==================== design 1
### Metal 1, design 1

The bar under the picture is 20 µm long.
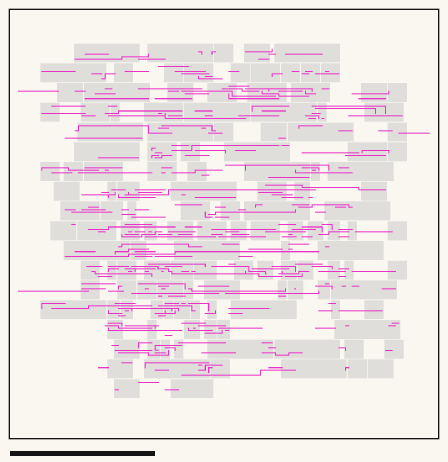
### Met2 routing, design 1

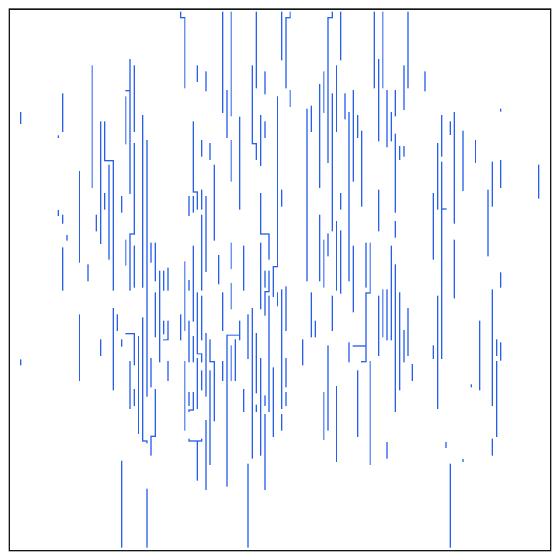
--- config.mk ---
export PLATFORM = sky130hd
export DESIGN_NAME = cmd_frame_decoder
export DESIGN_NICKNAME = d
export VERILOG_FILES = /design/src/rtl/cmd_frame_decoder.sv
export SDC_FILE = /design/constraint.sdc
export NUM_CORES = 1
export LEC_CHECK = 0
export CORE_MARGIN = 4
export CORE_UTILIZATION = 50
export CTS_CLUSTER_SIZE = 8
export DETAILED_ROUTE_END_ITERATION = 8
export PLACE_DENSITY_LB_ADDON = 0.12
export SETUP_SLACK_MARGIN = 0.2
export SYNTH_ARGS = -nofsm -noshare
export SYNTH_HDL_FRONTEND = slang
export SYNTH_SLANG_ARGS = --single-unit
--- constraint.sdc ---
create_clock -name CLK -period 3.2 [get_ports CLK]
set_input_delay 0.64 -clock CLK [delete_from_list [all_inputs] [get_ports CLK]]
set_output_delay 0.64 -clock CLK [all_outputs]
set_load 0.1 [all_outputs]
--- src/rtl/cmd_frame_decoder.sv ---
// Command frame decoder: turns the synchronised RX byte stream into regfile and ALU strobes.
// Build option CMD_TIMEOUT_EN adds an inter-byte timeout that abandons a stalled frame.
module cmd_frame_decoder #(
   parameter int DATA_WIDTH     = 8,
   parameter int ADDR_WIDTH     = 4,
   parameter int FUNC_WIDTH     = 4,
   parameter int TIMEOUT_CYCLES = 1024
) (
   input  logic                  CLK,
   input  logic                  RST,
   input  logic [DATA_WIDTH-1:0] rx_data,
   input  logic                  rx_valid,
   input  logic                  alu_done,
   output logic                  wr_en,
   output logic                  rd_en,
   output logic [ADDR_WIDTH-1:0] addr,
   output logic [DATA_WIDTH-1:0] wr_data,
   output logic                  alu_en,
   output logic [FUNC_WIDTH-1:0] alu_func,
   output logic                  clk_gate_en,
   output logic                  frame_err
);

   typedef enum logic [2:0] {
      IDLE, WR_ADDR, WR_DATA, RD_ADDR,
      ALU_OPA, ALU_OPB, ALU_FUNC, WAIT_ALU
   } state_t;

   localparam logic [DATA_WIDTH-1:0] CMD_WR  = DATA_WIDTH'(8'hAA);
   localparam logic [DATA_WIDTH-1:0] CMD_RD  = DATA_WIDTH'(8'hBB);
   localparam logic [DATA_WIDTH-1:0] CMD_ALU = DATA_WIDTH'(8'hCC);
   localparam logic [DATA_WIDTH-1:0] CMD_FN  = DATA_WIDTH'(8'hDD);

   if (TIMEOUT_CYCLES < 2) begin : g_bad_timeout
      $error("TIMEOUT_CYCLES must be at least 2");
   end

   state_t                state_q, state_d;
   logic [ADDR_WIDTH-1:0] lat_q, lat_d;
   logic                  wr_en_d, rd_en_d, alu_en_d, err_d;
   logic [ADDR_WIDTH-1:0] addr_d;
   logic [DATA_WIDTH-1:0] wr_data_d;
   logic [FUNC_WIDTH-1:0] func_d;
   logic                  tmo;

`ifdef CMD_TIMEOUT_EN
   localparam int CW = $clog2(TIMEOUT_CYCLES + 1);
   logic [CW-1:0] cnt_q;
   logic          mid;

   assign mid = (state_q != IDLE) && (state_q != WAIT_ALU);
   assign tmo = mid && !rx_valid
             && (cnt_q == CW'(TIMEOUT_CYCLES - 1));

   always_ff @(posedge CLK or negedge RST) begin
      if (!RST)
         cnt_q <= '0;
      else if (rx_valid || !mid || tmo)
         cnt_q <= '0;
      else
         cnt_q <= cnt_q + 1'b1;
   end
`else
   assign tmo = 1'b0;
`endif

   always_comb begin
      state_d   = state_q;
      lat_d     = lat_q;
      wr_en_d   = 1'b0;
      rd_en_d   = 1'b0;
      alu_en_d  = 1'b0;
      err_d     = 1'b0;
      addr_d    = addr;
      wr_data_d = wr_data;
      func_d    = alu_func;
      if (tmo) begin
         state_d = IDLE;
         err_d   = 1'b1;
      end else begin
         unique case (state_q)
            IDLE: if (rx_valid) begin
               unique case (1'b1)
                  (rx_data == CMD_WR):  state_d = WR_ADDR;
                  (rx_data == CMD_RD):  state_d = RD_ADDR;
                  (rx_data == CMD_ALU): state_d = ALU_OPA;
                  (rx_data == CMD_FN):  state_d = ALU_FUNC;
                  default:              err_d   = 1'b1;
               endcase
            end
            WR_ADDR: if (rx_valid) begin
               lat_d   = rx_data[ADDR_WIDTH-1:0];
               state_d = WR_DATA;
            end
            WR_DATA: if (rx_valid) begin
               wr_en_d   = 1'b1;
               addr_d    = lat_q;
               wr_data_d = rx_data;
               state_d   = IDLE;
            end
            RD_ADDR: if (rx_valid) begin
               rd_en_d = 1'b1;
               addr_d  = rx_data[ADDR_WIDTH-1:0];
               state_d = IDLE;
            end
            ALU_OPA: if (rx_valid) begin
               wr_en_d   = 1'b1;
               addr_d    = ADDR_WIDTH'(0);
               wr_data_d = rx_data;
               state_d   = ALU_OPB;
            end
            ALU_OPB: if (rx_valid) begin
               wr_en_d   = 1'b1;
               addr_d    = ADDR_WIDTH'(1);
               wr_data_d = rx_data;
               state_d   = ALU_FUNC;
            end
            ALU_FUNC: if (rx_valid) begin
               alu_en_d = 1'b1;
               func_d   = rx_data[FUNC_WIDTH-1:0];
               state_d  = WAIT_ALU;
            end
            WAIT_ALU: begin
               // stray bytes while the ALU is busy are dropped, not queued
               err_d = rx_valid;
               if (alu_done)
                  state_d = IDLE;
            end
            default: state_d = IDLE;
         endcase
      end
   end

   always_ff @(posedge CLK or negedge RST) begin
      if (!RST) begin
         state_q     <= IDLE;
         lat_q       <= '0;
         wr_en       <= 1'b0;
         rd_en       <= 1'b0;
         alu_en      <= 1'b0;
         frame_err   <= 1'b0;
         addr        <= '0;
         wr_data     <= '0;
         alu_func    <= '0;
         clk_gate_en <= 1'b0;
      end else begin
         state_q     <= state_d;
         lat_q       <= lat_d;
         wr_en       <= wr_en_d;
         rd_en       <= rd_en_d;
         alu_en      <= alu_en_d;
         frame_err   <= err_d;
         addr        <= addr_d;
         wr_data     <= wr_data_d;
         alu_func    <= func_d;
         clk_gate_en <= (state_q == ALU_OPA) || (state_q == ALU_OPB)
                     || (state_q == ALU_FUNC) || (state_q == WAIT_ALU);
      end
   end

endmodule

==> run summary <==
Status -> completed
WL final -> 2521 µm
Yosys warns -> 0
Die ar. -> 3477 µm²
Boundary pin count -> 33
Inverters -> 3
Synth mux share -> 0.1773
Startpoint Class -> primary input
Yosys Chip Area -> 1299 µm²
Slowest stage cell, crit path -> clkdlybuf4s50_1
Max Clk Rate -> 487.7 MHz
Worst setup startpoint -> rx_valid
Asr flop ratio synth -> 1.000
Final Critical Period -> 2050 ps
Synthesized area per cell -> 12.14 µm²
Largest net degree at the start of global routing -> 29
## Picture notes: 'Metal 1' of design 1
128 nets have wire on it. The layer holds 46% of the routed length. The layer carries 1,150 µm of wire. The wires run mostly horizontal.

## Picture notes: 'Met2 routing' of design 1
The wires run mostly vertical. The longest straight run is 27.9 µm. 134 nets have wire on it.


==================== design 2
<file path="src/rtl/cache_pkg.sv">
// Shared definitions for the cache controller slice.
// Holds the address/data geometry of the 2-way, 32-set cache array, the
// controller state encoding and the captured CPU request record.
package cache_pkg;

    localparam int ADDR_W = 14;
    localparam int DATA_W = 64;
    localparam int IDX_W  = 5;
    localparam int TAG_W  = ADDR_W - IDX_W;

    typedef enum logic [2:0] {
        IDLE,
        COMPARE,
        WRITEBACK,
        ALLOCATE,
        FILL
    } state_t;

    typedef enum logic {
        OP_READ  = 1'b0,
        OP_WRITE = 1'b1
    } op_t;

    // Request captured in IDLE and held for the whole transaction.
    typedef struct packed {
        op_t               op;
        logic [ADDR_W-1:0] addr;
        logic [DATA_W-1:0] data;
    } req_t;

endpackage

</file>
<file path="src/rtl/sat_counter.sv">
// Saturating up-counter used for the hit/miss statistics.
// Ports:
//   clk, rst : clock and asynchronous active-high reset
//   inc      : count up by one this cycle (ignored once at all-ones)
//   clear    : synchronous return to zero, has priority over inc
//   count    : current count value
module sat_counter #(
    parameter int CNT_W = 16
) (
    input  logic             clk,
    input  logic             rst,
    input  logic             inc,
    input  logic             clear,
    output logic [CNT_W-1:0] count
);

    // Holds at all-ones instead of wrapping so a long run never reads as small.
    always_ff @(posedge clk or posedge rst) begin
        if (rst) begin
            count <= '0;
        end else if (clear) begin
            count <= '0;
        end else if (inc && (count != '1)) begin
            count <= count + 1'b1;
        end
    end

endmodule

</file>
<file path="src/rtl/cache_ctrl_fsm.sv">
// Initiator-side controller for the 2-way, 32-set, one-word-per-line cache.
// Takes level CPU read/write requests, looks them up in the array, writes
// back a dirty victim, fetches a missing line for reads and fills the array.
// Ports:
//   clk, rst                     : clock, asynchronous active-high reset
//   cpu_re/we/addr/wr_data       : CPU request, held until cpu_rdy
//   cpu_rd_data, cpu_rdy         : read return data and one-cycle completion
//   c_addr/wr_data/wdirty/we/re/toggle : array control
//   c_rd_data/tag_out/hit/dirty  : array lookup results
//   mem_re/we/addr/wr_data       : main-memory request, held until mem_rdy
//   mem_rd_data, mem_rdy         : main-memory response
//   hit_cnt, miss_cnt            : saturating statistics
module cache_ctrl_fsm
    import cache_pkg::*;
#(
    parameter int CNT_W = 16
) (
    input  logic              clk,
    input  logic              rst,
    input  logic              cpu_re,
    input  logic              cpu_we,
    input  logic [ADDR_W-1:0] cpu_addr,
    input  logic [DATA_W-1:0] cpu_wr_data,
    output logic [DATA_W-1:0] cpu_rd_data,
    output logic              cpu_rdy,
    output logic [ADDR_W-1:0] c_addr,
    output logic [DATA_W-1:0] c_wr_data,
    output logic              c_wdirty,
    output logic              c_we,
    output logic              c_re,
    output logic              c_toggle,
    input  logic [DATA_W-1:0] c_rd_data,
    input  logic [TAG_W-1:0]  c_tag_out,
    input  logic              c_hit,
    input  logic              c_dirty,
    output logic              mem_re,
    output logic              mem_we,
    output logic [ADDR_W-1:0] mem_addr,
    output logic [DATA_W-1:0] mem_wr_data,
    input  logic [DATA_W-1:0] mem_rd_data,
    input  logic              mem_rdy,
    output logic [CNT_W-1:0]  hit_cnt,
    output logic [CNT_W-1:0]  miss_cnt
);

    state_t state;
    req_t   req;
    logic   hit_inc;
    logic   miss_inc;

    // Statistics are taken from the lookup cycle, when the array answers.
    assign hit_inc  = (state == COMPARE) && c_hit;
    assign miss_inc = (state == COMPARE) && !c_hit;

    sat_counter #(.CNT_W(CNT_W)) u_hit_cnt (
        .clk   (clk),
        .rst   (rst),
        .inc   (hit_inc),
        .clear (1'b0),
        .count (hit_cnt)
    );

    sat_counter #(.CNT_W(CNT_W)) u_miss_cnt (
        .clk   (clk),
        .rst   (rst),
        .inc   (miss_inc),
        .clear (1'b0),
        .count (miss_cnt)
    );

    // All outputs are registered: each state's strobes are loaded on the edge
    // that enters it, so they are high for exactly the cycles spent there.
    // Array strobes and cpu_rdy default low every cycle; memory strobes are
    // held until mem_rdy. mem_addr/mem_wr_data double as the victim latch.
    always_ff @(posedge clk or posedge rst) begin
        if (rst) begin
            state       <= IDLE;
            req         <= '0;
            cpu_rd_data <= '0;
            cpu_rdy     <= 1'b0;
            c_addr      <= '0;
            c_wr_data   <= '0;
            c_wdirty    <= 1'b0;
            c_we        <= 1'b0;
            c_re        <= 1'b0;
            c_toggle    <= 1'b0;
            mem_re      <= 1'b0;
            mem_we      <= 1'b0;
            mem_addr    <= '0;
            mem_wr_data <= '0;
        end else begin
            cpu_rdy  <= 1'b0;
            c_we     <= 1'b0;
            c_re     <= 1'b0;
            c_toggle <= 1'b0;
            c_wdirty <= 1'b0;
            unique case (state)
                IDLE: begin
                    if (cpu_re || cpu_we) begin
                        req.op   <= cpu_we ? OP_WRITE : OP_READ;
                        req.addr <= cpu_addr;
                        req.data <= cpu_wr_data;
                        c_re     <= 1'b1;
                        c_addr   <= cpu_addr;
                        state    <= COMPARE;
                    end
                end
                COMPARE: begin
                    if (c_hit) begin
                        if (req.op == OP_READ) begin
                            cpu_rd_data <= c_rd_data;
                            cpu_rdy     <= 1'b1;
                            state       <= IDLE;
                        end else begin
                            // Write hit rewrites the line in place, LRU untouched.
                            c_we      <= 1'b1;
                            c_addr    <= req.addr;
                            c_wr_data <= req.data;
                            c_wdirty  <= 1'b1;
                            state     <= FILL;
                        end
                    end else if (c_dirty) begin
                        mem_we      <= 1'b1;
                        mem_addr    <= {c_tag_out, req.addr[IDX_W-1:0]};
                        mem_wr_data <= c_rd_data;
                        state       <= WRITEBACK;
                    end else if (req.op == OP_READ) begin
                        mem_re   <= 1'b1;
                        mem_addr <= req.addr;
                        state    <= ALLOCATE;
                    end else begin
                        // A write covers the whole line, so nothing to fetch.
                        c_we      <= 1'b1;
                        c_addr    <= req.addr;
                        c_wr_data <= req.data;
                        c_wdirty  <= 1'b1;
                        c_toggle  <= 1'b1;
                        state     <= FILL;
                    end
                end
                WRITEBACK: begin
                    if (mem_rdy) begin
                        mem_we <= 1'b0;
                        if (req.op == OP_READ) begin
                            mem_re   <= 1'b1;
                            mem_addr <= req.addr;
                            state    <= ALLOCATE;
                        end else begin
                            c_we      <= 1'b1;
                            c_addr    <= req.addr;
                            c_wr_data <= req.data;
                            c_wdirty  <= 1'b1;
                            c_toggle  <= 1'b1;
                            state     <= FILL;
                        end
                    end
                end
                ALLOCATE: begin
                    if (mem_rdy) begin
                        mem_re    <= 1'b0;
                        c_we      <= 1'b1;
                        c_addr    <= req.addr;
                        c_wr_data <= mem_rd_data;
                        c_toggle  <= 1'b1;
                        state     <= FILL;
                    end
                end
                FILL: begin
                    // c_wr_data still holds the fetched line for read misses.
                    cpu_rdy <= 1'b1;
                    if (req.op == OP_READ) begin
                        cpu_rd_data <= c_wr_data;
                    end
                    state <= IDLE;
                end
                default: state <= IDLE;
            endcase
        end
    end

endmodule

</file>
<file path="config.mk">
export PLATFORM = sky130hd
export DESIGN_NAME = cache_ctrl_fsm
export DESIGN_NICKNAME = d
export VERILOG_FILES = /design/src/rtl/cache_pkg.sv /design/src/rtl/sat_counter.sv /design/src/rtl/cache_ctrl_fsm.sv
export SDC_FILE = /design/constraint.sdc
export NUM_CORES = 1
export LEC_CHECK = 0
export CAP_MARGIN = 10
export CORE_MARGIN = 3
export CORE_UTILIZATION = 40
export CTS_CLUSTER_DIAMETER = 150
export CTS_CLUSTER_SIZE = 16
export DETAILED_ROUTE_END_ITERATION = 12
export HOLD_SLACK_MARGIN = 0.08
export PLACE_DENSITY = 0.69
export SYNTH_ARGS = -nofsm -noshare
export SYNTH_HDL_FRONTEND = slang
export SYNTH_HIERARCHICAL = 1
export SYNTH_SLANG_ARGS = --single-unit
</file>
<file path="constraint.sdc">
create_clock -name clk -period 17.3 [get_ports clk]
set_input_delay 5.19 -clock clk [delete_from_list [all_inputs] [get_ports clk]]
set_output_delay 5.19 -clock clk [all_outputs]
set_load 0.01 [all_outputs]
</file>
### Metal 1, design 2

The bar under the picture is 50 µm long.
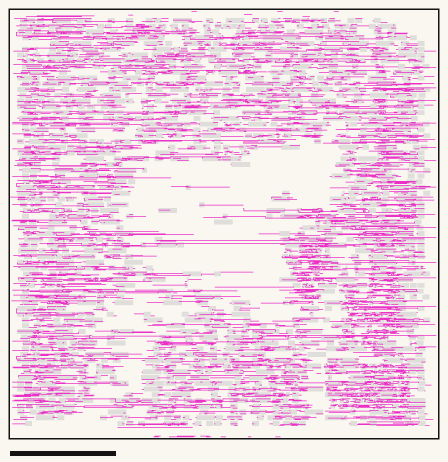
The layer carries 18,600 µm of wire. The wires run mostly horizontal. The layer holds 40% of the routed length. 1,611 nets have wire on it.

==> run summary <==
Post-Syn Area -> 15,390 µm²
Total gr overflow -> 0
Initial antenna violation count -> 5
Syn Inst Count -> 1,151
Flops -> 341
Status -> completed
Final Max Slew Viols -> 0
Combinational share of power -> 0.489
Placed Cells -> 2,081
Worst hold path startpoint -> mem_addr[0]
Met2 wire len -> 23,370 µm
Post-route setup slack -> 9633 ps
Initial DRC count -> 502
CTS tree -> yes
Most Crowded Layer GR -> met2
Cycle use final -> 0.4432
Data buffer area share -> 0.2304
Met3 global-route usage -> 0.07038
Inverters -> 9
# H-tree levels -> 1
WP depth -> 6
Number of global-route vias before repair -> 11,700

==================== design 3
### Metal 4, design 3

The bar under the picture is 20 µm long.
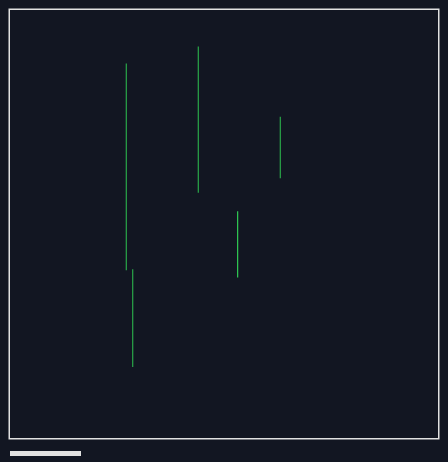
`src/rtl/ecall_io_responder_pkg.sv`:
```
`default_nettype none
// ============================================================================
// Module      : ecall_io_responder_pkg
// Description : Shared definitions for the environment-call I/O responder.
//               Holds the a7 service codes understood by the responder, the
//               responder FSM state encoding and small extension helpers used
//               when building read results.
// Contents    : SVC_* service codes (3 bits, a7[2:0])
//               io_state_t       responder FSM states
//               zext16 / zext8 / sext8  read-result helpers
// Revision    : 1.0  initial release
// ============================================================================
package ecall_io_responder_pkg;

   // Service codes carried in a7[2:0]
   localparam logic [2:0] SVC_RD_SW16    = 3'd0;  // read 16 switches, zero-ext
   localparam logic [2:0] SVC_RD_SW8     = 3'd1;  // read low 8 switches, zero-ext
   localparam logic [2:0] SVC_RD_SW8S    = 3'd2;  // read low 8 switches, sign-ext
   localparam logic [2:0] SVC_RD_CONFIRM = 3'd3;  // wait for confirm, read switches
   localparam logic [2:0] SVC_WR_LED     = 3'd4;  // a0 -> LED register
   localparam logic [2:0] SVC_WR_SEG     = 3'd5;  // a0 -> seven-segment value

   // Responder FSM state encoding (explicit 2-bit width)
   typedef enum logic [1:0] {
      ST_IDLE       = 2'd0,
      ST_WAIT_REL   = 2'd1,
      ST_WAIT_PRESS = 2'd2,
      ST_DONE       = 2'd3
   } io_state_t;

   function automatic logic [31:0] zext16(input logic [15:0] v);
      return {16'h0000, v};
   endfunction

   function automatic logic [31:0] zext8(input logic [7:0] v);
      return {24'h000000, v};
   endfunction

   function automatic logic [31:0] sext8(input logic [7:0] v);
      return {{24{v[7]}}, v};
   endfunction

endpackage : ecall_io_responder_pkg
`default_nettype wire

```
`src/rtl/ecall_io_responder_btn_debounce.sv`:
```
`default_nettype none
// ============================================================================
// Module      : btn_debounce
// Description : Synchronises a raw, bouncy push-button and debounces it.
//               The debounced level only changes after the synchronised input
//               has disagreed with it for DEBOUNCE_CYCLES consecutive cycles.
//               A one-cycle rise pulse accompanies every 0->1 level change.
// Ports       : clock   in   system clock, rising edge
//               reset   in   asynchronous, active-high reset
//               raw_in  in   raw button (asynchronous to clock)
//               level   out  debounced level (registered)
//               rise    out  one-cycle pulse, high in the first cycle level=1
// Revision    : 1.0  initial release
// ============================================================================
module btn_debounce #(
   parameter int DEBOUNCE_CYCLES = 200000
) (
   input  logic clock,
   input  logic reset,
   input  logic raw_in,
   output logic level,
   output logic rise
);

   // One spare bit so the counter can represent DEBOUNCE_CYCLES-1 for any
   // value, including exact powers of two; it is cleared before it could wrap.
   localparam int c_cnt_w = $clog2(DEBOUNCE_CYCLES) + 1;
   localparam logic [c_cnt_w-1:0] c_cnt_last = c_cnt_w'(DEBOUNCE_CYCLES - 1);

   logic               r_meta;
   logic               r_sync;
   logic [c_cnt_w-1:0] r_cnt;
   logic               r_level;
   logic               r_rise;

   always_ff @(posedge clock or posedge reset) begin
      if (reset) begin
         r_meta  <= 1'b0;
         r_sync  <= 1'b0;
         r_cnt   <= '0;
         r_level <= 1'b0;
         r_rise  <= 1'b0;
      end else begin
         r_meta <= raw_in;
         r_sync <= r_meta;
         r_rise <= 1'b0;
         if (r_sync == r_level) begin
            // Any agreement restarts the stability window.
            r_cnt <= '0;
         end else if (r_cnt == c_cnt_last) begin
            r_level <= ~r_level;
            r_cnt   <= '0;
            r_rise  <= ~r_level;   // only a 0->1 flip produces a pulse
         end else begin
            r_cnt <= r_cnt + c_cnt_w'(1);
         end
      end
   end

   assign level = r_level;
   assign rise  = r_rise;

endmodule : btn_debounce
`default_nettype wire

```
`src/rtl/ecall_io_responder.sv`:
```
`default_nettype none
// ============================================================================
// Module      : ecall_io_responder
// Description : Peripheral-side responder for ecall I/O services. Samples the
//               board switches, waits for the debounced confirm button when
//               asked, and drives the LED and seven-segment value registers.
//               Stalls the CPU until each request completes and returns the
//               read result for register write-back.
// Ports       : clock        in   system clock, rising edge
//               reset        in   asynchronous, active-high reset
//               io_read      in   read request (services 0..3)
//               io_write     in   write request (services 4..5)
//               svc          in   service code a7[2:0], valid with a request
//               wdata        in   a0 value for write services
//               switch_in    in   raw board switches (asynchronous)
//               confirm_btn  in   raw confirm button (asynchronous, bouncy)
//               rdata        out  read result, valid in the io_done cycle
//               io_stall     out  hold PC / suppress write-back (combinational)
//               io_done      out  one-cycle completion pulse
//               led_out      out  LED register
//               seg_value    out  seven-segment value register
// Revision    : 1.0  initial release
// ============================================================================
module ecall_io_responder #(
   parameter int DEBOUNCE_CYCLES = 200000,
   parameter int SW_WIDTH        = 16
) (
   input  logic                clock,
   input  logic                reset,
   input  logic                io_read,
   input  logic                io_write,
   input  logic [2:0]          svc,
   input  logic [31:0]         wdata,
   input  logic [SW_WIDTH-1:0] switch_in,
   input  logic                confirm_btn,
   output logic [31:0]         rdata,
   output logic                io_stall,
   output logic                io_done,
   output logic [SW_WIDTH-1:0] led_out,
   output logic [31:0]         seg_value
);

   import ecall_io_responder_pkg::*;

   // ------------------------------------------------------------------
   // Switch synchroniser (2 flops) and 32-bit zero-extended view
   // ------------------------------------------------------------------
   logic [SW_WIDTH-1:0] r_sw_meta;
   logic [SW_WIDTH-1:0] r_sw_sync;
   logic [31:0]         w_sw_ext;

   always_ff @(posedge clock or posedge reset) begin
      if (reset) begin
         r_sw_meta <= '0;
         r_sw_sync <= '0;
      end else begin
         r_sw_meta <= switch_in;
         r_sw_sync <= r_sw_meta;
      end
   end

   generate
      if (SW_WIDTH < 32) begin : g_sw_pad
         assign w_sw_ext = {{(32 - SW_WIDTH){1'b0}}, r_sw_sync};
      end else begin : g_sw_full
         assign w_sw_ext = r_sw_sync[31:0];
      end
   endgenerate

   // ------------------------------------------------------------------
   // Confirm button: synchronised and debounced in the sub-module
   // ------------------------------------------------------------------
   logic w_btn_level;
   logic w_btn_rise;

   btn_debounce #(
      .DEBOUNCE_CYCLES (DEBOUNCE_CYCLES)
   ) u_btn_debounce (
      .clock  (clock),
      .reset  (reset),
      .raw_in (confirm_btn),
      .level  (w_btn_level),
      .rise   (w_btn_rise)
   );

   // ------------------------------------------------------------------
   // Immediate read result for services completed straight from IDLE.
   // Unknown read services return zero.
   // ------------------------------------------------------------------
   logic [31:0] w_read_data;

   always_comb begin
      w_read_data = 32'h0;
      case (svc)
         SVC_RD_SW16: w_read_data = zext16(w_sw_ext[15:0]);
         SVC_RD_SW8:  w_read_data = zext8(w_sw_ext[7:0]);
         SVC_RD_SW8S: w_read_data = sext8(w_sw_ext[7:0]);
         default:     w_read_data = 32'h0;
      endcase
   end

   // ------------------------------------------------------------------
   // Responder FSM with registered outputs
   // ------------------------------------------------------------------
   io_state_t           r_state;
   logic [31:0]         r_rdata;
   logic [SW_WIDTH-1:0] r_led;
   logic [31:0]         r_seg;
   logic                r_done;

   always_ff @(posedge clock or posedge reset) begin
      if (reset) begin
         r_state <= ST_IDLE;
         r_rdata <= 32'h0;
         r_led   <= '0;
         r_seg   <= 32'h0;
         r_done  <= 1'b0;
      end else begin
         r_done <= 1'b0;
         case (r_state)
            ST_IDLE: begin
               // Read has priority when both request lines are high.
               if (io_read && (svc == SVC_RD_CONFIRM)) begin
                  r_state <= ST_WAIT_REL;
               end else if (io_read) begin
                  r_rdata <= w_read_data;
                  r_state <= ST_DONE;
                  r_done  <= 1'b1;
               end else if (io_write) begin
                  case (svc)
                     SVC_WR_LED: r_led <= wdata[SW_WIDTH-1:0];
                     SVC_WR_SEG: r_seg <= wdata;
                     default:    ;   // unknown write: complete with no effect
                  endcase
                  r_state <= ST_DONE;
                  r_done  <= 1'b1;
               end
            end

            // A button still held from an earlier confirm must be released
            // first, otherwise one long press would satisfy two reads.
            ST_WAIT_REL: begin
               if (!w_btn_level) begin
                  r_state <= ST_WAIT_PRESS;
               end
            end

            ST_WAIT_PRESS: begin
               if (w_btn_rise) begin
                  r_rdata <= w_sw_ext;
                  r_state <= ST_DONE;
                  r_done  <= 1'b1;
               end
            end

            // The request lines are still high here for the same instruction,
            // so they are deliberately ignored.
            ST_DONE: begin
               r_state <= ST_IDLE;
            end

            default: begin
               r_state <= ST_IDLE;
            end
         endcase
      end
   end

   // Stall must rise in the very cycle a request appears, hence combinational.
   assign io_stall = ((r_state == ST_IDLE) && (io_read || io_write)) ||
                     (r_state == ST_WAIT_REL) ||
                     (r_state == ST_WAIT_PRESS);

   assign io_done   = r_done;
   assign rdata     = r_rdata;
   assign led_out   = r_led;
   assign seg_value = r_seg;

endmodule : ecall_io_responder
`default_nettype wire

```
`config.mk`:
```
export PLATFORM = sky130hd
export DESIGN_NAME = ecall_io_responder
export DESIGN_NICKNAME = d
export VERILOG_FILES = /design/src/rtl/ecall_io_responder_pkg.sv /design/src/rtl/ecall_io_responder_btn_debounce.sv /design/src/rtl/ecall_io_responder.sv
export SDC_FILE = /design/constraint.sdc
export NUM_CORES = 1
export LEC_CHECK = 0
export CAP_MARGIN = 10
export CORE_UTILIZATION = 36
export CTS_CLUSTER_DIAMETER = 120
export DETAILED_ROUTE_END_ITERATION = 7
export GPL_TIMING_DRIVEN = 0
export PLACE_DENSITY_LB_ADDON = 0.3
export RECOVER_POWER = 100
export SKIP_CTS_REPAIR_TIMING = 1
export SLEW_MARGIN = 10
export SYNTH_ARGS = -nofsm -noshare
export SYNTH_HDL_FRONTEND = slang
export SYNTH_HIERARCHICAL = 1
export SYNTH_SLANG_ARGS = --single-unit
```
`constraint.sdc`:
```
create_clock -name clock -period 3.8 [get_ports clock]
set_input_delay 0.38 -clock clock [delete_from_list [all_inputs] [get_ports clock]]
set_output_delay 0.38 -clock clock [all_outputs]
set_load 0.02 [all_outputs]
```
==> run summary <==
Die W -> 120.2 µm
First-pass DRT Iterations -> 4
Final Max Slew Viols -> 56
Yosys xor share -> 0.02437
Global Route met1 Usage -> 0.1796
Syn Nets -> 431
Buf/Inv on CP -> 4
Yosys aoi share -> 0.04500
Main area contributors -> dfrtp_1, mux2_2, buf_4
Unrepaired setup endpoints after global routing -> false
Clock transition at the registers of the reported paths -> 50 ps
Boundary pin count -> 138
# H-tree levels -> 4
CTS tree -> yes
MI comb area -> 1598 µm²
Critical R2R Launch -> r_state[0]
Post-synth seq share -> 0.6116
Worst-margin pin slew -> 2449 ps
Failing checks -> max-capacitance violations, max-slew violations
Wire per inst -> 14.84 µm
Placement Setup Slack -> 1171 ps
Max-Cap Viols -> 1
Synth area leader -> dfrtp_1
Yosys adder share -> 0.01243
Net Sw Frac -> 0.2003
Post-synth top area share -> 0.6116
Status -> complete, but fails checks
CP Capture Point -> io_stall
Number of clock buffers in the layout -> 23
## Picture notes: 'Metal 4' of design 3
The wires run mostly vertical. The layer carries 161 µm of wire.


==================== design 4
### Metal 1, design 4

The bar under the picture is 200 µm long.
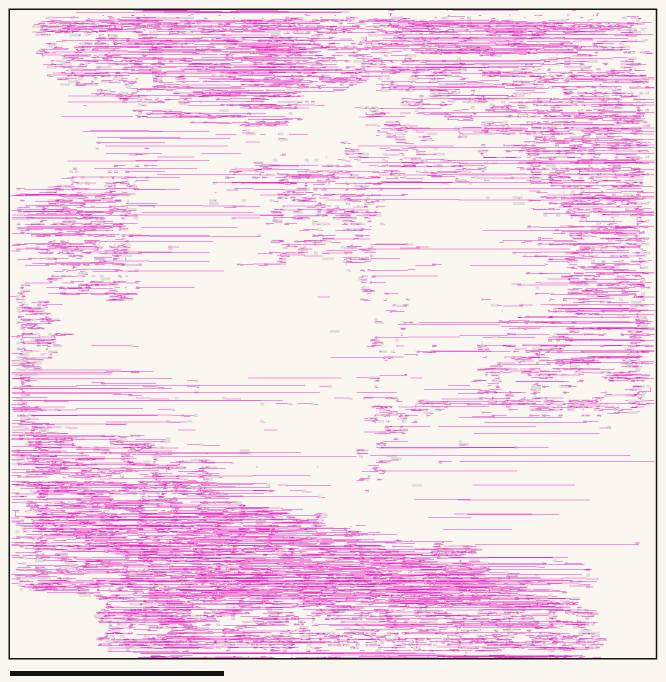
### Met2 routing, design 4

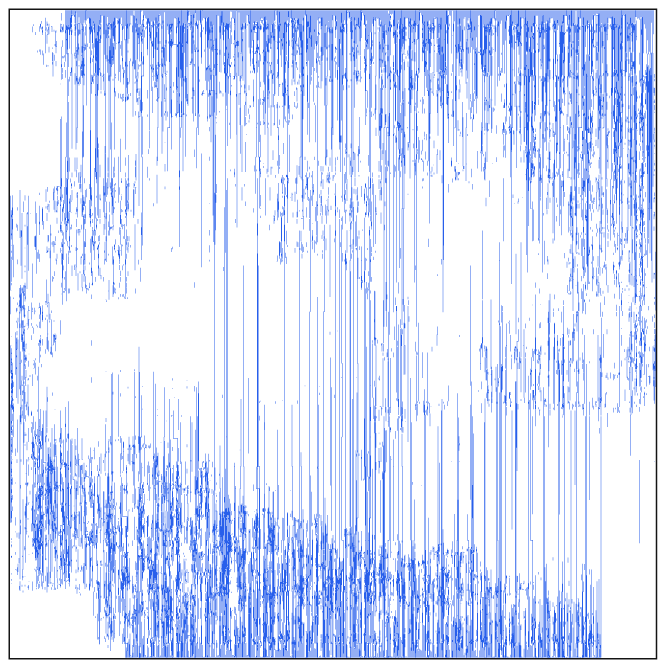
[config.mk]
export PLATFORM = sky130hd
export DESIGN_NAME = cluster_sequencer
export DESIGN_NICKNAME = d
export VERILOG_FILES = /design/src/rtl/cluster_sequencer.sv
export SDC_FILE = /design/constraint.sdc
export NUM_CORES = 2
export LEC_CHECK = 0
export ABC_CLOCK_PERIOD_IN_PS = 26800
export CAP_MARGIN = 20
export CORE_AREA = 5 5 600 602
export CTS_CLUSTER_SIZE = 12
export DETAILED_ROUTE_END_ITERATION = 8
export DIE_AREA = 0 0 605 607
export PLACE_DENSITY = 0.3
export SKIP_LAST_GASP = 1
export SYNTH_ARGS = -nofsm -noshare
export SYNTH_HDL_FRONTEND = slang
export SYNTH_SLANG_ARGS = --single-unit
[constraint.sdc]
create_clock -name clock -period 26.8 [get_ports clock]
set_input_delay 2.68 -clock clock [delete_from_list [all_inputs] [get_ports clock]]
set_output_delay 2.68 -clock clock [all_outputs]
set_load 0.01 [all_outputs]
[src/rtl/cluster_sequencer.sv]
`default_nettype none
// ============================================================================
// Module   : cluster_sequencer
// Purpose  : Drives a combinational 192-key priority encoder repeatedly from
//            one snapshot of valid-pad flags and counts. Each pass the winning
//            key is masked out, so one snapshot yields up to MXCLUSTERS
//            clusters, emitted one per cycle on a valid/ready output.
// Ports    : clock, reset (async, active-high)
//            start_i, vpfs_i, cnts_i          - snapshot request and data
//            enc_vpfs_o, enc_cnts_o            - drive to encoder inputs
//            enc_adr_i, enc_vpf_i, enc_cnt_i   - encoder result (same cycle)
//            cluster_valid_o, out_ready_i,
//            cluster_adr_o, cluster_cnt_o,
//            cluster_idx_o                     - cluster output handshake
//            busy_o, done_o, overflow_o        - status
// Revision : 1.0 - initial release
// ============================================================================
module cluster_sequencer #(
    parameter int MXKEYS     = 192,
    parameter int MXKEYBITS  = 8,
    parameter int MXCNTB     = 3,
    parameter int MXCLUSTERS = 8
) (
    input  logic                           clock,
    input  logic                           reset,
    input  logic                           start_i,
    input  logic [MXKEYS-1:0]              vpfs_i,
    input  logic [MXKEYS*MXCNTB-1:0]       cnts_i,
    output logic [MXKEYS-1:0]              enc_vpfs_o,
    output logic [MXKEYS*MXCNTB-1:0]       enc_cnts_o,
    input  logic [MXKEYBITS-1:0]           enc_adr_i,
    input  logic                           enc_vpf_i,
    input  logic [MXCNTB-1:0]              enc_cnt_i,
    output logic                           cluster_valid_o,
    input  logic                           out_ready_i,
    output logic [MXKEYBITS-1:0]           cluster_adr_o,
    output logic [MXCNTB-1:0]              cluster_cnt_o,
    output logic [$clog2(MXCLUSTERS)-1:0]  cluster_idx_o,
    output logic                           busy_o,
    output logic                           done_o,
    output logic                           overflow_o
);

    localparam int IDXW = $clog2(MXCLUSTERS);
    localparam logic [IDXW:0]     c_idx_limit = (IDXW+1)'(MXCLUSTERS);
    localparam logic [MXKEYS-1:0] c_one       = {{(MXKEYS-1){1'b0}}, 1'b1};

    typedef enum logic [1:0] {
        S_IDLE = 2'd0,
        S_SCAN = 2'd1,
        S_DONE = 2'd2
    } state_t;

    state_t                     r_state;
    state_t                     w_state_next;
    logic [MXKEYS-1:0]          r_mask;
    logic [MXKEYS*MXCNTB-1:0]   r_cnts;
    logic [IDXW:0]              r_idx;

    logic                       w_load_ok;
    logic                       w_load;
    logic                       w_hit_limit;
    logic [IDXW:0]              w_idx_inc;
    logic [MXKEYS-1:0]          w_onehot;
    logic [MXKEYS-1:0]          w_mask_clr;

    assign enc_vpfs_o = r_mask;
    assign enc_cnts_o = r_cnts;
    assign busy_o     = (r_state != S_IDLE);

    // An out-of-range address shifts the single bit off the top, so the
    // one-hot is zero and the mask is left untouched.
    assign w_onehot    = c_one << enc_adr_i;
    assign w_mask_clr  = r_mask & ~w_onehot;
    assign w_idx_inc   = r_idx + 1'b1;
    assign w_hit_limit = (w_idx_inc == c_idx_limit);
    assign w_load_ok   = !cluster_valid_o || out_ready_i;
    assign w_load      = (r_state == S_SCAN) && enc_vpf_i && w_load_ok;

    always_ff @(posedge clock or posedge reset) begin
        if (reset) begin
            r_state <= S_IDLE;
        end else begin
            r_state <= w_state_next;
        end
    end

    always_comb begin
        w_state_next = r_state;
        done_o       = 1'b0;
        case (r_state)
            S_IDLE: begin
                if (start_i) begin
                    w_state_next = S_SCAN;
                end
            end
            S_SCAN: begin
                if (!enc_vpf_i) begin
                    w_state_next = S_DONE;
                end else if (w_load_ok && w_hit_limit) begin
                    w_state_next = S_DONE;
                end
            end
            S_DONE: begin
                // Finish only once the last cluster is leaving this cycle.
                if (w_load_ok) begin
                    done_o       = 1'b1;
                    w_state_next = S_IDLE;
                end
            end
            default: begin
                w_state_next = S_IDLE;
            end
        endcase
    end

    always_ff @(posedge clock or posedge reset) begin
        if (reset) begin
            r_mask          <= '0;
            r_cnts          <= '0;
            r_idx           <= '0;
            overflow_o      <= 1'b0;
            cluster_valid_o <= 1'b0;
            cluster_adr_o   <= '0;
            cluster_cnt_o   <= '0;
            cluster_idx_o   <= '0;
        end else begin
            if ((r_state == S_IDLE) && start_i) begin
                r_mask     <= vpfs_i;
                r_cnts     <= cnts_i;
                r_idx      <= '0;
                overflow_o <= 1'b0;
            end
            if (w_load) begin
                cluster_valid_o <= 1'b1;
                cluster_adr_o   <= enc_adr_i;
                cluster_cnt_o   <= enc_cnt_i;
                cluster_idx_o   <= r_idx[IDXW-1:0];
                r_mask          <= w_mask_clr;
                r_idx           <= w_idx_inc;
                if (w_hit_limit) begin
                    overflow_o <= |w_mask_clr;
                end
            end else if (cluster_valid_o && out_ready_i) begin
                cluster_valid_o <= 1'b0;
            end
        end
    end

endmodule
`default_nettype wire
==> run summary <==
Combinational share of power -> 0.464
WL final -> 321,500 µm
Most frequent cells in the layout -> nand2_1, clkdlybuf4s50_1, dfrtp_1
Unrepaired setup endpoints after global routing -> false
TritonCTS Buffers -> 120
Yosys Chip Area -> 32,980 µm²
Max-Cap Viols -> 0
Synth area leader -> dfrtp_1
#FFs+latches synth -> 790
Status -> completed
Rows -> 219
Layout Cells excl Fill -> 10,120
CP Capture Point -> done_o
Total sequential power -> 2.27 mW
Final total power -> 7.323 mW
Inverters -> 4
Power share of the clock group -> 0.227
Number of global-route vias before repair -> 35,670
## Picture notes: 'Metal 1' of design 4
The longest straight run is 288 µm. The layer carries 125 mm of wire.

## Picture notes: 'Met2 routing' of design 4
The layer carries 158 mm of wire. 5,046 nets have wire on it. The longest straight run is 435 µm. The wires run mostly vertical. The layer holds 49% of the routed length.


==================== design 5
### Metal 1, design 5

The bar under the picture is 50 µm long.
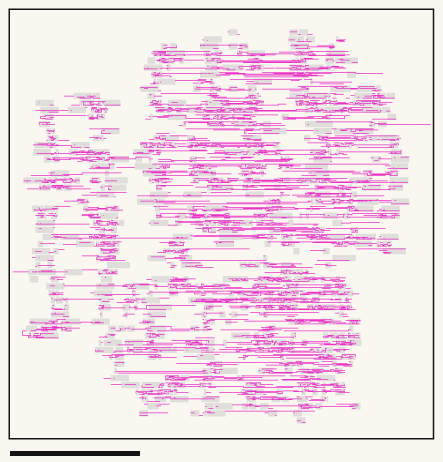
`config.mk`:
```
export PLATFORM = sky130hd
export DESIGN_NAME = ps2_keymatrix
export DESIGN_NICKNAME = d
export VERILOG_FILES = /design/src/rtl/ps2_keymatrix_pkg.sv /design/src/rtl/ps2_keymatrix_rx.sv /design/src/rtl/ps2_keymatrix.sv
export SDC_FILE = /design/constraint.sdc
export NUM_CORES = 1
export LEC_CHECK = 0
export CAP_MARGIN = 5
export CELL_PAD_IN_SITES_DETAIL_PLACEMENT = 0
export CELL_PAD_IN_SITES_GLOBAL_PLACEMENT = 1
export CORE_AREA = 5 5 158 160
export DETAILED_ROUTE_END_ITERATION = 8
export DIE_AREA = 0 0 163 165
export GPL_ROUTABILITY_DRIVEN = 0
export PLACE_DENSITY_LB_ADDON = 0.1
export SYNTH_ARGS = -nofsm -noshare
export SYNTH_HDL_FRONTEND = slang
export SYNTH_SLANG_ARGS = --single-unit
```
`constraint.sdc`:
```
create_clock -name clk_25mhz -period 4.7 [get_ports clk_25mhz]
set_clock_uncertainty 0.2 [all_clocks]
set_input_delay 0.47 -clock clk_25mhz [delete_from_list [all_inputs] [get_ports clk_25mhz]]
set_output_delay 0.47 -clock clk_25mhz [all_outputs]
set_load 0.1 [all_outputs]
```
`src/rtl/ps2_keymatrix_pkg.sv`:
```
// Shared types, scan code constants and the set-2 to TI-99/2 key table.
package ps2_keymatrix_pkg;

  typedef enum logic [1:0] {
    ST_IDLE,
    ST_EXT,
    ST_BRK,
    ST_EXT_BRK
  } dec_state_t;

  localparam logic [7:0] BYTE_E0 = 8'hE0;
  localparam logic [7:0] BYTE_E1 = 8'hE1;
  localparam logic [7:0] BYTE_F0 = 8'hF0;
  localparam logic [7:0] BYTE_AA = 8'hAA;
  localparam logic [7:0] BYTE_00 = 8'h00;
  localparam logic [7:0] BYTE_FF = 8'hFF;

  // Pause (E1) sequence: bytes swallowed after the E1 prefix.
  localparam logic [2:0] PAUSE_SKIP = 3'd7;

  // {ext, scan code} -> {hit, row, col}; col is always 0..5.
  function automatic logic [6:0] key_lookup(input logic [8:0] key);
    logic [6:0] res;
    res = 7'd0;
    case (key)
      9'h016: res = {1'b1, 3'd0, 3'd0};  // 1
      9'h01E: res = {1'b1, 3'd0, 3'd1};  // 2
      9'h026: res = {1'b1, 3'd0, 3'd2};  // 3
      9'h025: res = {1'b1, 3'd0, 3'd3};  // 4
      9'h02E: res = {1'b1, 3'd0, 3'd4};  // 5
      9'h029: res = {1'b1, 3'd0, 3'd5};  // space
      9'h015: res = {1'b1, 3'd1, 3'd0};  // Q
      9'h01D: res = {1'b1, 3'd1, 3'd1};  // W
      9'h024: res = {1'b1, 3'd1, 3'd2};  // E
      9'h02D: res = {1'b1, 3'd1, 3'd3};  // R
      9'h02C: res = {1'b1, 3'd1, 3'd4};  // T
      9'h035: res = {1'b1, 3'd1, 3'd5};  // Y
      9'h00D: res = {1'b1, 3'd2, 3'd0};  // tab
      9'h01C: res = {1'b1, 3'd2, 3'd1};  // A
      9'h01B: res = {1'b1, 3'd2, 3'd2};  // S
      9'h023: res = {1'b1, 3'd2, 3'd3};  // D
      9'h02B: res = {1'b1, 3'd2, 3'd4};  // F
      9'h034: res = {1'b1, 3'd2, 3'd5};  // G
      9'h01A: res = {1'b1, 3'd3, 3'd0};  // Z
      9'h022: res = {1'b1, 3'd3, 3'd1};  // X
      9'h021: res = {1'b1, 3'd3, 3'd2};  // C
      9'h02A: res = {1'b1, 3'd3, 3'd3};  // V
      9'h032: res = {1'b1, 3'd3, 3'd4};  // B
      9'h031: res = {1'b1, 3'd3, 3'd5};  // N
      9'h036: res = {1'b1, 3'd4, 3'd0};  // 6
      9'h03D: res = {1'b1, 3'd4, 3'd1};  // 7
      9'h03E: res = {1'b1, 3'd4, 3'd2};  // 8
      9'h175: res = {1'b1, 3'd4, 3'd3};  // up
      9'h172: res = {1'b1, 3'd4, 3'd4};  // down
      9'h16B: res = {1'b1, 3'd4, 3'd5};  // left
      9'h174: res = {1'b1, 3'd5, 3'd0};  // right
      9'h03C: res = {1'b1, 3'd5, 3'd1};  // U
      9'h043: res = {1'b1, 3'd5, 3'd2};  // I
      9'h044: res = {1'b1, 3'd5, 3'd3};  // O
      9'h04D: res = {1'b1, 3'd5, 3'd4};  // P
      9'h03B: res = {1'b1, 3'd5, 3'd5};  // J
      9'h042: res = {1'b1, 3'd6, 3'd0};  // K
      9'h04B: res = {1'b1, 3'd6, 3'd1};  // L
      9'h03A: res = {1'b1, 3'd6, 3'd2};  // M
      9'h041: res = {1'b1, 3'd6, 3'd3};  // comma
      9'h049: res = {1'b1, 3'd6, 3'd4};  // period
      9'h012: res = {1'b1, 3'd6, 3'd5};  // left shift
      9'h05A: res = {1'b1, 3'd7, 3'd0};  // enter
      9'h046: res = {1'b1, 3'd7, 3'd1};  // 9
      9'h045: res = {1'b1, 3'd7, 3'd2};  // 0
      9'h014: res = {1'b1, 3'd7, 3'd3};  // left ctrl
      9'h011: res = {1'b1, 3'd7, 3'd4};  // left alt
      9'h076: res = {1'b1, 3'd7, 3'd5};  // esc
      default: res = 7'd0;
    endcase
    return res;
  endfunction

endpackage

```
`src/rtl/ps2_keymatrix_rx.sv`:
```
// PS/2 frame receiver: pin synchronizers, clock glitch filter, 11-bit frame, idle timeout.
module ps2_keymatrix_rx #(
  parameter int FILTER_LEN = 8,
  parameter int TIMEOUT    = 50000
) (
  input  logic       clk_25mhz,
  input  logic       reset,
  input  logic       ps2_clk,
  input  logic       ps2_data,
  output logic [7:0] rx_byte,
  output logic       rx_valid
);

  localparam int FW = $clog2(FILTER_LEN + 1);
  localparam int TW = $clog2(TIMEOUT + 1);

  logic [1:0]    clk_sync;
  logic [1:0]    data_sync;
  logic          filt_clk;
  logic [FW-1:0] filt_cnt;
  logic          bit_evt;
  logic [3:0]    bit_cnt;
  logic [7:0]    shift;
  logic          par;
  logic [TW-1:0] tmo_cnt;
  logic          data_s;

  assign data_s = data_sync[1];

  // Two-flop synchronizers; idle bus level is high.
  always_ff @(posedge clk_25mhz) begin
    if (reset) begin
      clk_sync  <= 2'b11;
      data_sync <= 2'b11;
    end else begin
      clk_sync  <= {clk_sync[0], ps2_clk};
      data_sync <= {data_sync[0], ps2_data};
    end
  end

  // Accept a new clock level only after FILTER_LEN consecutive differing samples; flag falling edges.
  always_ff @(posedge clk_25mhz) begin
    if (reset) begin
      filt_clk <= 1'b1;
      filt_cnt <= FW'(FILTER_LEN - 1);
      bit_evt  <= 1'b0;
    end else begin
      bit_evt <= 1'b0;
      if (clk_sync[1] == filt_clk) begin
        filt_cnt <= FW'(FILTER_LEN - 1);
      end else if (filt_cnt == '0) begin
        filt_clk <= clk_sync[1];
        filt_cnt <= FW'(FILTER_LEN - 1);
        bit_evt  <= ~clk_sync[1];
      end else begin
        filt_cnt <= filt_cnt - 1'b1;
      end
    end
  end

  // Frame assembly: start, 8 data LSB first, odd parity, stop; partial frames expire on timeout.
  always_ff @(posedge clk_25mhz) begin
    if (reset) begin
      bit_cnt  <= 4'd0;
      shift    <= 8'h00;
      par      <= 1'b0;
      rx_byte  <= 8'h00;
      rx_valid <= 1'b0;
      tmo_cnt  <= TW'(TIMEOUT);
    end else begin
      rx_valid <= 1'b0;
      if (bit_evt) begin
        tmo_cnt <= TW'(TIMEOUT);
        if (bit_cnt == 4'd0) begin
          if (!data_s) bit_cnt <= 4'd1;
        end else if (bit_cnt <= 4'd8) begin
          shift   <= {data_s, shift[7:1]};
          bit_cnt <= bit_cnt + 4'd1;
        end else if (bit_cnt == 4'd9) begin
          par     <= data_s;
          bit_cnt <= 4'd10;
        end else begin
          bit_cnt <= 4'd0;
          if (data_s && (^{shift, par})) begin
            rx_byte  <= shift;
            rx_valid <= 1'b1;
          end
        end
      end else if (bit_cnt != 4'd0) begin
        if (tmo_cnt == '0) bit_cnt <= 4'd0;
        else               tmo_cnt <= tmo_cnt - 1'b1;
      end
    end
  end

endmodule

```
`src/rtl/ps2_keymatrix.sv`:
```
// PS/2 set-2 keyboard to TI-99/2 key matrix: decoder FSM, key state, CRU sense line.
//
// state      | meaning
// ST_IDLE    | waiting for a code or prefix
// ST_EXT     | E0 seen, next byte is an extended make or F0
// ST_BRK     | F0 seen, next byte is released
// ST_EXT_BRK | E0 F0 seen, next byte is an extended release
module ps2_keymatrix
  import ps2_keymatrix_pkg::*;
#(
  parameter int FILTER_LEN = 8,
  parameter int TIMEOUT    = 50000
) (
  input  logic       clk_25mhz,
  input  logic       reset,
  input  logic       ps2_clk,
  input  logic       ps2_data,
  input  logic [5:0] col_n,
  input  logic [2:0] row,
  output logic       key_n,
  output logic       code_stb,
  output logic [7:0] code
);

  logic [7:0]       rx_byte;
  logic             rx_valid;
  dec_state_t       state, state_next;
  logic [2:0]       skip_cnt, skip_next;
  logic             do_set, do_clr, do_wipe, lk_ext;
  logic [6:0]       lk;
  logic [5:0]       col_mask;
  logic [7:0][5:0]  matrix;

  ps2_keymatrix_rx #(.FILTER_LEN(FILTER_LEN), .TIMEOUT(TIMEOUT)) u_rx (
    .clk_25mhz (clk_25mhz),
    .reset     (reset),
    .ps2_clk   (ps2_clk),
    .ps2_data  (ps2_data),
    .rx_byte   (rx_byte),
    .rx_valid  (rx_valid)
  );

  assign code     = rx_byte;
  assign code_stb = rx_valid;
  assign lk       = key_lookup({lk_ext, rx_byte});
  assign col_mask = 6'b000001 << lk[2:0];
  assign key_n    = ~|(matrix[row] & ~col_n);

  // Decoder state and pause-swallow counter registers.
  always_ff @(posedge clk_25mhz) begin
    if (reset) begin
      state    <= ST_IDLE;
      skip_cnt <= 3'd0;
    end else begin
      state    <= state_next;
      skip_cnt <= skip_next;
    end
  end

  // Next state and matrix actions for each received byte.
  always_comb begin
    state_next = state;
    skip_next  = skip_cnt;
    do_set     = 1'b0;
    do_clr     = 1'b0;
    do_wipe    = 1'b0;
    lk_ext     = 1'b0;
    if (rx_valid) begin
      if (skip_cnt != 3'd0) begin
        skip_next = skip_cnt - 3'd1;
      end else begin
        unique case (state)
          ST_IDLE: begin
            if (rx_byte == BYTE_E0)      state_next = ST_EXT;
            else if (rx_byte == BYTE_F0) state_next = ST_BRK;
            else if (rx_byte == BYTE_E1) skip_next  = PAUSE_SKIP;
            else if (rx_byte == BYTE_00 || rx_byte == BYTE_FF || rx_byte == BYTE_AA) do_wipe = 1'b1;
            else                         do_set     = 1'b1;
          end
          ST_EXT: begin
            lk_ext = 1'b1;
            if (rx_byte == BYTE_F0) begin
              state_next = ST_EXT_BRK;
            end else begin
              do_set     = 1'b1;
              state_next = ST_IDLE;
            end
          end
          ST_BRK: begin
            do_clr     = 1'b1;
            state_next = ST_IDLE;
          end
          ST_EXT_BRK: begin
            lk_ext     = 1'b1;
            do_clr     = 1'b1;
            state_next = ST_IDLE;
          end
          default: state_next = ST_IDLE;
        endcase
      end
    end
  end

  // Key-down state; lookup misses leave the matrix alone.
  always_ff @(posedge clk_25mhz) begin
    if (reset || do_wipe) begin
      matrix <= '0;
    end else if (lk[6]) begin
      if (do_set)      matrix[lk[5:3]] <= matrix[lk[5:3]] | col_mask;
      else if (do_clr) matrix[lk[5:3]] <= matrix[lk[5:3]] & ~col_mask;
    end
  end

endmodule
```
==> run summary <==
EDFF count, synth -> 0
Synthesized area per cell -> 8.438 µm²
Status -> completed
Distinct cell type count after synthesis -> 91
Post-synth seq share -> 0.3048
Die H -> 165 µm
Most frequent cells in the layout -> dfxtp_1, nor2_1, nand2_1
Post-synth top area share -> 0.3048
Fin nets -> 810
Clock transition at the registers of the reported paths -> 70 ps
Largest class -> multi-input combinational cells
Most Crowded Layer GR -> met2
Yosys warns -> 0
Wire per inst -> 19.29 µm
Total sequential power -> 0.857 mW
Filler cells -> 2,493
Largest register by flop count -> matrix
## Picture notes: 'Metal 1' of design 5
768 nets have wire on it. The layer carries 9,750 µm of wire. The longest straight run is 55.7 µm. The layer holds 45% of the routed length.



==> notes/layouts.md <==
Pictures saved along the way, in no particular order.

Met3 routing.
picture 1
The bar under the picture is 50 µm long.
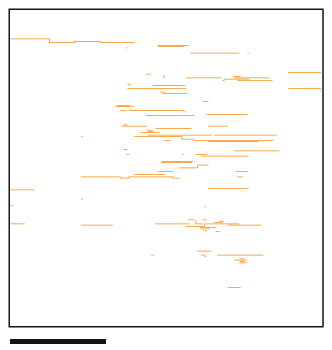
picture 2
The bar under the picture is 50 µm long.
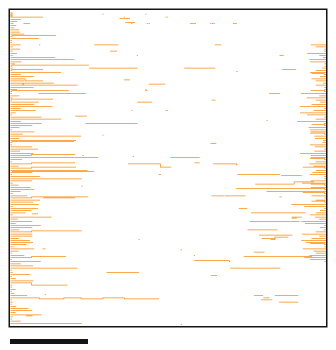
picture 3
The bar under the picture is 200 µm long.
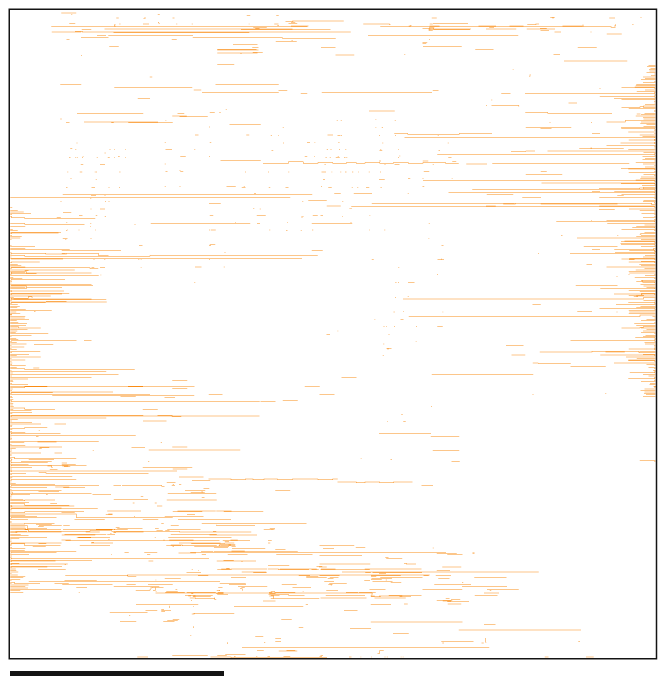
picture 4
The bar under the picture is 20 µm long.
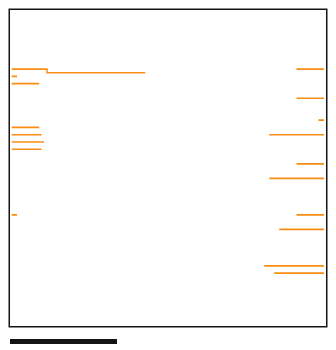
picture 5
The bar under the picture is 20 µm long.
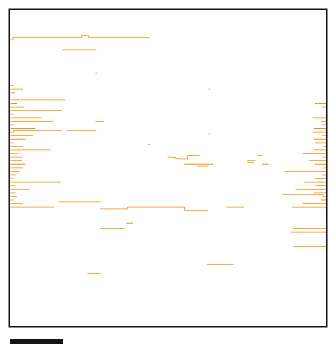
- picture 1 = design 5
- picture 5 = design 3
- picture 2 = design 2
- picture 4 = design 1
- picture 3 = design 4
The one with the largest die is picture 3.
The one with the smallest die is picture 4.

Key to picture 3:
The wires run mostly horizontal. 876 nets have wire on it. The layer carries 26.9 mm of wire.

No activity file was given, so power comes from the tool's default toggle rates.
